==================== design 1
### A small window of the routed layout, design 1

Region (125, 125) to (145, 145) um. Cells in gray, sequential cells in the stronger gray; small squares are vias.
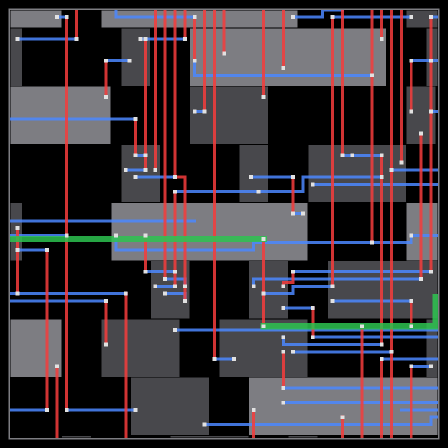
### The clock network, design 1

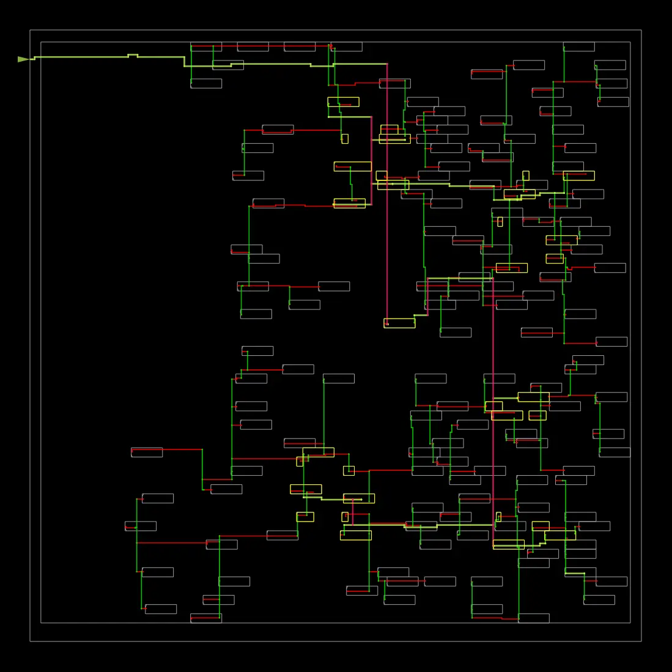
$ cat src/rtl/dec_lut_bsearch_decoder.sv
// Binary-search inverse of a strictly increasing codeword LUT (exact or floor match) over a
// synchronous read port; RD_LAT+2 cycles per probe, start ignored while busy; ITER_COUNT_EN adds iter_cnt.
module dec_lut_bsearch_decoder #(
    parameter int N_BITS = 20,
    parameter int W_BITS = 34,
    parameter int RD_LAT = 1,
    parameter int MODE   = 0
) (
    input  logic              clk,
    input  logic              rst_n,
    input  logic              start,
    input  logic [W_BITS-1:0] W,
    output logic              busy,
    output logic              done,
    output logic              found,
    output logic [N_BITS-1:0] N,
    output logic              lut_rd_en,
    output logic [N_BITS-1:0] lut_addr,
    input  logic [W_BITS-1:0] lut_rdata
`ifdef ITER_COUNT_EN
    ,
    output logic [$clog2(N_BITS+2)-1:0] iter_cnt
`endif
);

    localparam int AW = N_BITS + 1;
    localparam int WW = (RD_LAT > 1) ? $clog2(RD_LAT) : 1;

    typedef enum logic [2:0] {IDLE, REQ, WAIT, CMP, DONE} state_t;

    state_t            state_q, state_d;
    logic [AW-1:0]     lo_q, lo_d, hi_q, hi_d;
    logic [AW-1:0]     mid, lo_nx, hi_nx;
    logic [W_BITS-1:0] w_q, w_d, rdata_q, rdata_d;
    logic [N_BITS-1:0] best_q, best_d, n_q, n_d;
    logic              best_vld_q, best_vld_d, found_q, found_d;
    logic [WW-1:0]     wait_q, wait_d;
    logic              term;

    // Bounds are one bit wider than the index so lo can pass the top entry.
    assign mid = lo_q + ((hi_q - lo_q) >> 1);

    always_comb begin
        state_d    = state_q;
        lo_d       = lo_q;
        hi_d       = hi_q;
        w_d        = w_q;
        rdata_d    = rdata_q;
        best_d     = best_q;
        best_vld_d = best_vld_q;
        found_d    = found_q;
        n_d        = n_q;
        wait_d     = wait_q;
        lo_nx      = lo_q;
        hi_nx      = hi_q;
        term       = 1'b0;
        case (state_q)
            IDLE: begin
                if (start) begin
                    w_d        = W;
                    lo_d       = '0;
                    hi_d       = {1'b0, {N_BITS{1'b1}}};
                    best_d     = '0;
                    best_vld_d = 1'b0;
                    found_d    = 1'b0;
                    n_d        = '0;
                    state_d    = REQ;
                end
            end
            REQ: begin
                wait_d  = '0;
                state_d = WAIT;
            end
            WAIT: begin
                if (wait_q == WW'(RD_LAT - 1)) begin
                    rdata_d = lut_rdata;
                    state_d = CMP;
                end else begin
                    wait_d = wait_q + WW'(1);
                end
            end
            CMP: begin
                if (rdata_q == w_q) begin
                    found_d = 1'b1;
                    n_d     = mid[N_BITS-1:0];
                    state_d = DONE;
                end else begin
                    if (rdata_q < w_q) begin
                        if (MODE == 1) begin
                            best_d     = mid[N_BITS-1:0];
                            best_vld_d = 1'b1;
                        end
                        lo_nx = mid + AW'(1);
                    end else if (mid == '0) begin
                        term = 1'b1;
                    end else begin
                        hi_nx = mid - AW'(1);
                    end
                    lo_d = lo_nx;
                    hi_d = hi_nx;
                    if (term || (lo_nx > hi_nx)) begin
                        state_d = DONE;
                        if ((MODE == 1) && best_vld_d) begin
                            found_d = 1'b1;
                            n_d     = best_d;
                        end else begin
                            found_d = 1'b0;
                            n_d     = '0;
                        end
                    end else begin
                        state_d = REQ;
                    end
                end
            end
            DONE:    state_d = IDLE;
            default: state_d = IDLE;
        endcase
    end

    always_ff @(posedge clk or negedge rst_n) begin
        if (!rst_n) begin
            state_q    <= IDLE;
            lo_q       <= '0;
            hi_q       <= '0;
            w_q        <= '0;
            rdata_q    <= '0;
            best_q     <= '0;
            best_vld_q <= 1'b0;
            found_q    <= 1'b0;
            n_q        <= '0;
            wait_q     <= '0;
        end else begin
            state_q    <= state_d;
            lo_q       <= lo_d;
            hi_q       <= hi_d;
            w_q        <= w_d;
            rdata_q    <= rdata_d;
            best_q     <= best_d;
            best_vld_q <= best_vld_d;
            found_q    <= found_d;
            n_q        <= n_d;
            wait_q     <= wait_d;
        end
    end

    assign busy      = (state_q == REQ) || (state_q == WAIT) || (state_q == CMP);
    assign done      = (state_q == DONE);
    assign found     = found_q;
    assign N         = n_q;
    assign lut_rd_en = (state_q == REQ);
    assign lut_addr  = mid[N_BITS-1:0];

`ifdef ITER_COUNT_EN
    localparam int IW = $clog2(N_BITS + 2);
    logic [IW-1:0] iter_q, iter_d;

    always_comb begin
        iter_d = iter_q;
        if ((state_q == IDLE) && start) begin
            iter_d = '0;
        end else if (state_q == REQ) begin
            iter_d = iter_q + IW'(1);
        end
    end

    always_ff @(posedge clk or negedge rst_n) begin
        if (!rst_n) begin
            iter_q <= '0;
        end else begin
            iter_q <= iter_d;
        end
    end

    assign iter_cnt = iter_q;
`endif

endmodule

$ cat config.mk
export PLATFORM = sky130hd
export DESIGN_NAME = dec_lut_bsearch_decoder
export DESIGN_NICKNAME = d
export VERILOG_FILES = /design/src/rtl/dec_lut_bsearch_decoder.sv
export SDC_FILE = /design/constraint.sdc
export NUM_CORES = 1
export LEC_CHECK = 0
export ABC_AREA = 1
export CELL_PAD_IN_SITES_DETAIL_PLACEMENT = 2
export CELL_PAD_IN_SITES_GLOBAL_PLACEMENT = 2
export CORE_MARGIN = 3
export CORE_UTILIZATION = 35
export CTS_CLUSTER_SIZE = 30
export DETAILED_ROUTE_END_ITERATION = 10
export HOLD_SLACK_MARGIN = 0.12
export PLACE_DENSITY_LB_ADDON = 0.1
export REMOVE_ABC_BUFFERS = 1
export SLEW_MARGIN = 5
export SYNTH_ARGS = -nofsm -noshare
export SYNTH_HDL_FRONTEND = slang
export SYNTH_SLANG_ARGS = --single-unit
export TNS_END_PERCENT = 20
$ cat constraint.sdc
create_clock -name clk -period 12.27 [get_ports clk]
set_input_delay 2.454 -clock clk [delete_from_list [all_inputs] [get_ports clk]]
set_output_delay 2.454 -clock clk [all_outputs]
set_load 0.1 [all_outputs]
==> flow_summary.html <==
<h2>Synthesis and place &amp; route</h2>
<table>
<tr><th>Metric</th><th>Value</th></tr>
<tr><th colspan="2">Outcome</th></tr>
<tr><td>Result of the run</td><td>completed</td></tr>
<tr><th colspan="2">Layout</th></tr>
<tr><td>Sequential share of cell area</td><td>0.2622</td></tr>
<tr><td>Final core area utilization</td><td>0.4293</td></tr>
<tr><td>Final net count</td><td>approximately 1.8k</td></tr>
<tr><td>Top cell category</td><td>logic gates</td></tr>
<tr><td>Most numerous logic cell after layout</td><td>sky130_fd_sc_hd__nand2_1</td></tr>
<tr><td>Ant diodes</td><td>0</td></tr>
<tr><td>Signal buffers</td><td>122</td></tr>
<tr><td>Non-Clock Buffer Area Fraction</td><td>0.09400</td></tr>
<tr><th colspan="2">Floorplanning</th></tr>
<tr><td>Number of placement rows</td><td>63</td></tr>
<tr><th colspan="2">Flow run</th></tr>
<tr><td>Max-capacitance violation count</td><td>0</td></tr>
<tr><th colspan="2">Min path</th></tr>
<tr><td>Hold EP</td><td>N[9]</td></tr>
<tr><th colspan="2">Synthesis</th></tr>
<tr><td>Post-synth area from yosys stat</td><td>~11,000 um^2</td></tr>
<tr><td>Total of flip-flops plus latches after synthesis</td><td>134</td></tr>
<tr><td>Share of synthesized cell area in and, or, nand and nor gates</td><td>0.3013</td></tr>
<tr><th colspan="2">Final timing</th></tr>
<tr><td>Final hold vios</td><td>0</td></tr>
<tr><td>Final setup vio count</td><td>0</td></tr>
<tr><td>Worst slew slack as a fraction of its limit</td><td>0.2917</td></tr>
<tr><td>Clk_skew</td><td>0.01206 ns</td></tr>
<tr><td>Final critical path time including I/O delays and setup</td><td>7.979 ns</td></tr>
<tr><th colspan="2">Critical path</th></tr>
<tr><td>Worst setup path endpoint</td><td>lut_addr[18]</td></tr>
<tr><td>R2R depth</td><td>35</td></tr>
<tr><th colspan="2">Global routing</th></tr>
<tr><td>Via count of the first global-routing pass</td><td>about 12k</td></tr>
</table>
About 'A small window of the routed layout' of design 1:
| layer | color |
|---|---|
| met2 | red |
| met1 | blue |
| met3 | green |
cells with their middle in the window: 16
netlist names of flops here include: w_q (3), rdata_q (1)
sequential cells in the window: 4
most frequent: dfrtp_1 (4), o21ai_0 (3), clkdlybuf4s50_1 (3)

About 'The clock network' of design 1:
Clock buffer cells: 25
sinks on the clock net: 134
worst skew pair latency: 0.44 ns
FF+latch count: 134
number of buffers created by CTS: 17

==> flip-flops by register name, indices dropped and copies added (netlist names) <==
| signal | cells |
|---|---|
| rdata_q | 34 |
| found | 1 |
| lo_q | 21 |
| state_q | 3 |
| N | 20 |
| hi_q | 21 |
| w_q | 34 |
==> layer usage <==
layer	track usage	routed length [um]
met5	0	0
met4	0.06601	796
met3	0.03230	1047
met2	0.4672	21150
met1	0.3281	19020

==================== design 2
[config.mk]
export PLATFORM = sky130hd
export DESIGN_NAME = id_ex_pipe
export DESIGN_NICKNAME = d
export VERILOG_FILES = /design/src/rtl/id_ex_pipe.sv
export SDC_FILE = /design/constraint.sdc
export NUM_CORES = 1
export LEC_CHECK = 0
export CAP_MARGIN = 15
export CORE_ASPECT_RATIO = 0.9
export CORE_MARGIN = 4
export CORE_UTILIZATION = 53
export CTS_CLUSTER_SIZE = 25
export DETAILED_ROUTE_END_ITERATION = 8
export HOLD_SLACK_MARGIN = 0.05
export PLACE_DENSITY_LB_ADDON = 0.12
export SYNTH_ARGS = -nofsm -noshare
export SYNTH_HDL_FRONTEND = slang
export SYNTH_SLANG_ARGS = --single-unit
[constraint.sdc]
create_clock -name clk -period 4.3 [get_ports clk]
set_input_delay 0.86 -clock clk [delete_from_list [all_inputs] [get_ports clk]]
set_output_delay 0.86 -clock clk [all_outputs]
set_load 0.01 [all_outputs]
[src/rtl/id_ex_pipe.sv]
// ID->EX pipeline register built as a 2-entry skid buffer (head M drives EX, skid S absorbs
// one extra op) so decode sees a registered in_ready while the pipe still moves 1 op/cycle.

package cpu_pkg;
    typedef enum logic [3:0] {
        ALU_ADD  = 4'd0,
        ALU_SUB  = 4'd1,
        ALU_AND  = 4'd2,
        ALU_OR   = 4'd3,
        ALU_XOR  = 4'd4,
        ALU_SLL  = 4'd5,
        ALU_SRL  = 4'd6,
        ALU_SRA  = 4'd7,
        ALU_SLT  = 4'd8,
        ALU_SLTU = 4'd9
    } alu_op_t;
endpackage

module id_ex_pipe
    import cpu_pkg::*;
#(
    parameter int DATA_W     = 32,
    parameter int REG_ADDR_W = 5
) (
    input  logic                  clk,
    input  logic                  rst_n,
    input  logic                  flush,
    input  logic                  in_valid,
    output logic                  in_ready,
    input  alu_op_t               in_alu_op,
    input  logic [DATA_W-1:0]     in_src_a,
    input  logic [DATA_W-1:0]     in_src_b,
    input  logic [REG_ADDR_W-1:0] in_rd,
    input  logic                  in_reg_we,
    output logic                  out_valid,
    input  logic                  out_ready,
    output alu_op_t               out_alu_op,
    output logic [DATA_W-1:0]     out_src_a,
    output logic [DATA_W-1:0]     out_src_b,
    output logic [REG_ADDR_W-1:0] out_rd,
    output logic                  out_reg_we,
    output logic [1:0]            occupancy
);

    typedef struct packed {
        alu_op_t                alu_op;
        logic [DATA_W-1:0]      src_a;
        logic [DATA_W-1:0]      src_b;
        logic [REG_ADDR_W-1:0]  rd;
        logic                   reg_we;
    } entry_t;

    // State encoding doubles as the entry count, so occupancy is just the state register.
    typedef enum logic [1:0] {
        ST_EMPTY = 2'd0,
        ST_ONE   = 2'd1,
        ST_FULL  = 2'd2
    } state_t;

    state_t state_q, state_d;
    entry_t m_q, m_d;
    entry_t s_q, s_d;
    logic   in_ready_q, in_ready_d;
    logic   in_fire, out_fire;
    entry_t in_entry;

    assign in_entry  = '{alu_op: in_alu_op, src_a: in_src_a, src_b: in_src_b,
                         rd: in_rd, reg_we: in_reg_we};
    assign out_valid = (state_q != ST_EMPTY);
    assign in_ready  = in_ready_q;
    assign in_fire   = in_valid & in_ready_q;
    assign out_fire  = out_valid & out_ready;

    always_comb begin
        state_d = state_q;
        m_d     = m_q;
        s_d     = s_q;
        if (flush) begin
            state_d = ST_EMPTY;
        end else begin
            case (state_q)
                ST_EMPTY: begin
                    if (in_fire) begin
                        m_d     = in_entry;
                        state_d = ST_ONE;
                    end
                end
                ST_ONE: begin
                    if (in_fire && out_fire) begin
                        m_d = in_entry;
                    end else if (in_fire) begin
                        s_d     = in_entry;
                        state_d = ST_FULL;
                    end else if (out_fire) begin
                        state_d = ST_EMPTY;
                    end
                end
                ST_FULL: begin
                    if (out_fire) begin
                        m_d     = s_q;
                        state_d = ST_ONE;
                    end
                end
                default: state_d = ST_EMPTY;
            endcase
        end
        // Skid full next cycle is the only reason to stall decode.
        in_ready_d = (state_d != ST_FULL);
    end

    always_ff @(posedge clk or negedge rst_n) begin
        if (!rst_n) begin
            state_q    <= ST_EMPTY;
            m_q        <= '0;
            s_q        <= '0;
            in_ready_q <= 1'b1;
        end else begin
            state_q    <= state_d;
            m_q        <= m_d;
            s_q        <= s_d;
            in_ready_q <= in_ready_d;
        end
    end

    assign out_alu_op = m_q.alu_op;
    assign out_src_a  = m_q.src_a;
    assign out_src_b  = m_q.src_b;
    assign out_rd     = m_q.rd;
    assign out_reg_we = m_q.reg_we;
    assign occupancy  = state_q;

endmodule

### Metal layers overlaid, design 2

(4 px per um) Only two layers are drawn.
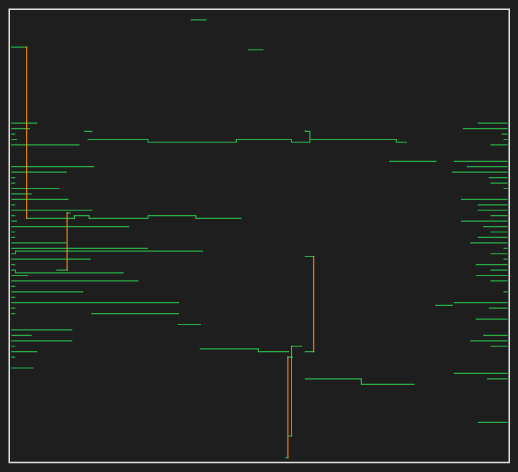
| layer | color | wire length |
|---|---|---|
| met3 | green | 934 um |
| met4 | orange | 129 um |
final wirelength: 14,060 um
GR Util All Layers: 0.2120

### Wires at chosen ports, followed through buffers, design 2

(3 px per um)
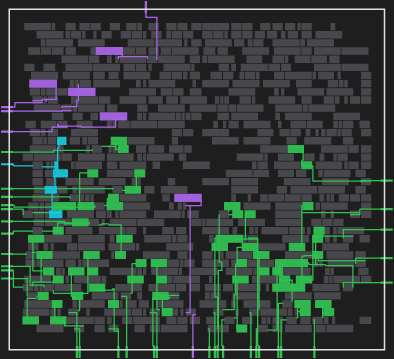
| port | color | direction | end cells | buffers | wire |
|---|---|---|---|---|---|
| out_rd | purple | output | 5 | 5 | 198 um |
| in_src_a | green | input | 64 | 32 | 1,130 um |
| flush | cyan | input | 5 | 1 | 42.7 um |

==> flow_summary.html <==
<h2>Synthesis and place &amp; route</h2>
<table>
<tr><th>Metric</th><th>Value</th></tr>
<tr><th colspan="2">Outcome</th></tr>
<tr><td>Result of the run</td><td>completed</td></tr>
<tr><th colspan="2">Layout</th></tr>
<tr><td>Final Cell Area</td><td>8625 um^2</td></tr>
<tr><td>Growth of design area from synthesis to finish</td><td>32.94%</td></tr>
<tr><th colspan="2">Pwr</th></tr>
<tr><td>Internal power</td><td>roughly 3.1 mW</td></tr>
<tr><td>Largest power group</td><td>registers</td></tr>
<tr><th colspan="2">Routing</th></tr>
<tr><td>Detailed-route DRC error count</td><td>0</td></tr>
<tr><td>Top Metal Used</td><td>met4</td></tr>
<tr><th colspan="2">Global routing</th></tr>
<tr><td>Antenna violations before repair</td><td>0</td></tr>
<tr><td>Met1 GRT Util</td><td>0.2687</td></tr>
<tr><th colspan="2">Critical path</th></tr>
<tr><td>Slowest stage cell, crit path</td><td>sky130_fd_sc_hd__or4b_4</td></tr>
<tr><td>Worst path buffer plus inverter count</td><td>2</td></tr>
<tr><td>Reg-to-reg slack, setup</td><td>roughly 1.8 ns</td></tr>
<tr><td>Beginning of the critical path</td><td>out_ready</td></tr>
<tr><th colspan="2">Clock network</th></tr>
<tr><td>Number of hold-repair buffers added at the cts stage</td><td>0</td></tr>
<tr><th colspan="2">Synthesis</th></tr>
<tr><td>Cell taking the most area after synthesis</td><td>sky130_fd_sc_hd__dfrtp_1</td></tr>
<tr><td>Mapped Area</td><td>between 6000 and 7000 um^2</td></tr>
<tr><td>Number of cells produced by synthesis</td><td>494</td></tr>
<tr><td>Proportion of synthesized flip-flops having asynchronous set or reset</td><td>1.000</td></tr>
<tr><th colspan="2">Flow run</th></tr>
<tr><td>Number of warnings in the stage logs</td><td>28</td></tr>
<tr><th colspan="2">Placement</th></tr>
<tr><td>Buffers added on ports</td><td>between 150 and 200</td></tr>
</table>
-- cell type report --
type	count	area [um^2]	share of cell area
timing repair buffer	164	1623	0.1882
tap	160	200.2	0.02321
clock buffer	26	469.2	0.05440
multi-input combinational	310	2524	0.2926
clock inverter	5	25.02	0.002901
inverter	1	3.754	0.0004352
sequential	151	3780	0.4383
-- cell families after synthesis --
| group | after synthesis | share of synthesized area |
|---|---|---|
| compound gates | 78 | 0.06268 |
| flops | 151 | 0.5826 |
| mux | 149 | 0.2725 |
| buf+inv | 33 | 0.02970 |
| simple gates | 83 | 0.05246 |


==> screenshots <==
The metal 2 layer.
picture 1
(2 px per um) Cells faint in the background.
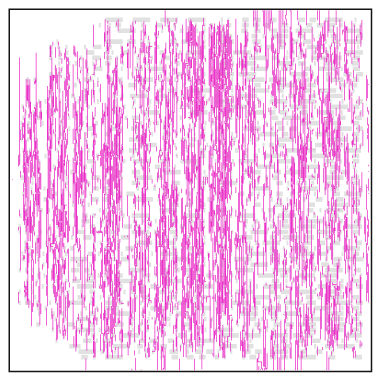
picture 2
(3 px per um) Cells faint in the background.
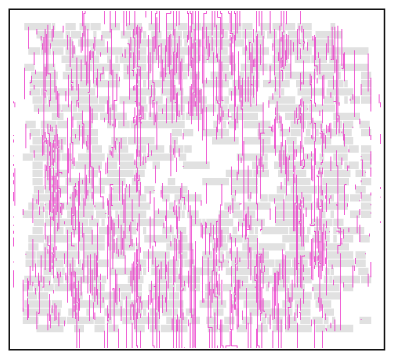
| picture | from |
|---|---|
| picture 1 | design 1 |
| picture 2 | design 2 |
Of these, largest die: picture 1

Power is estimated from default activity; no workload was simulated.
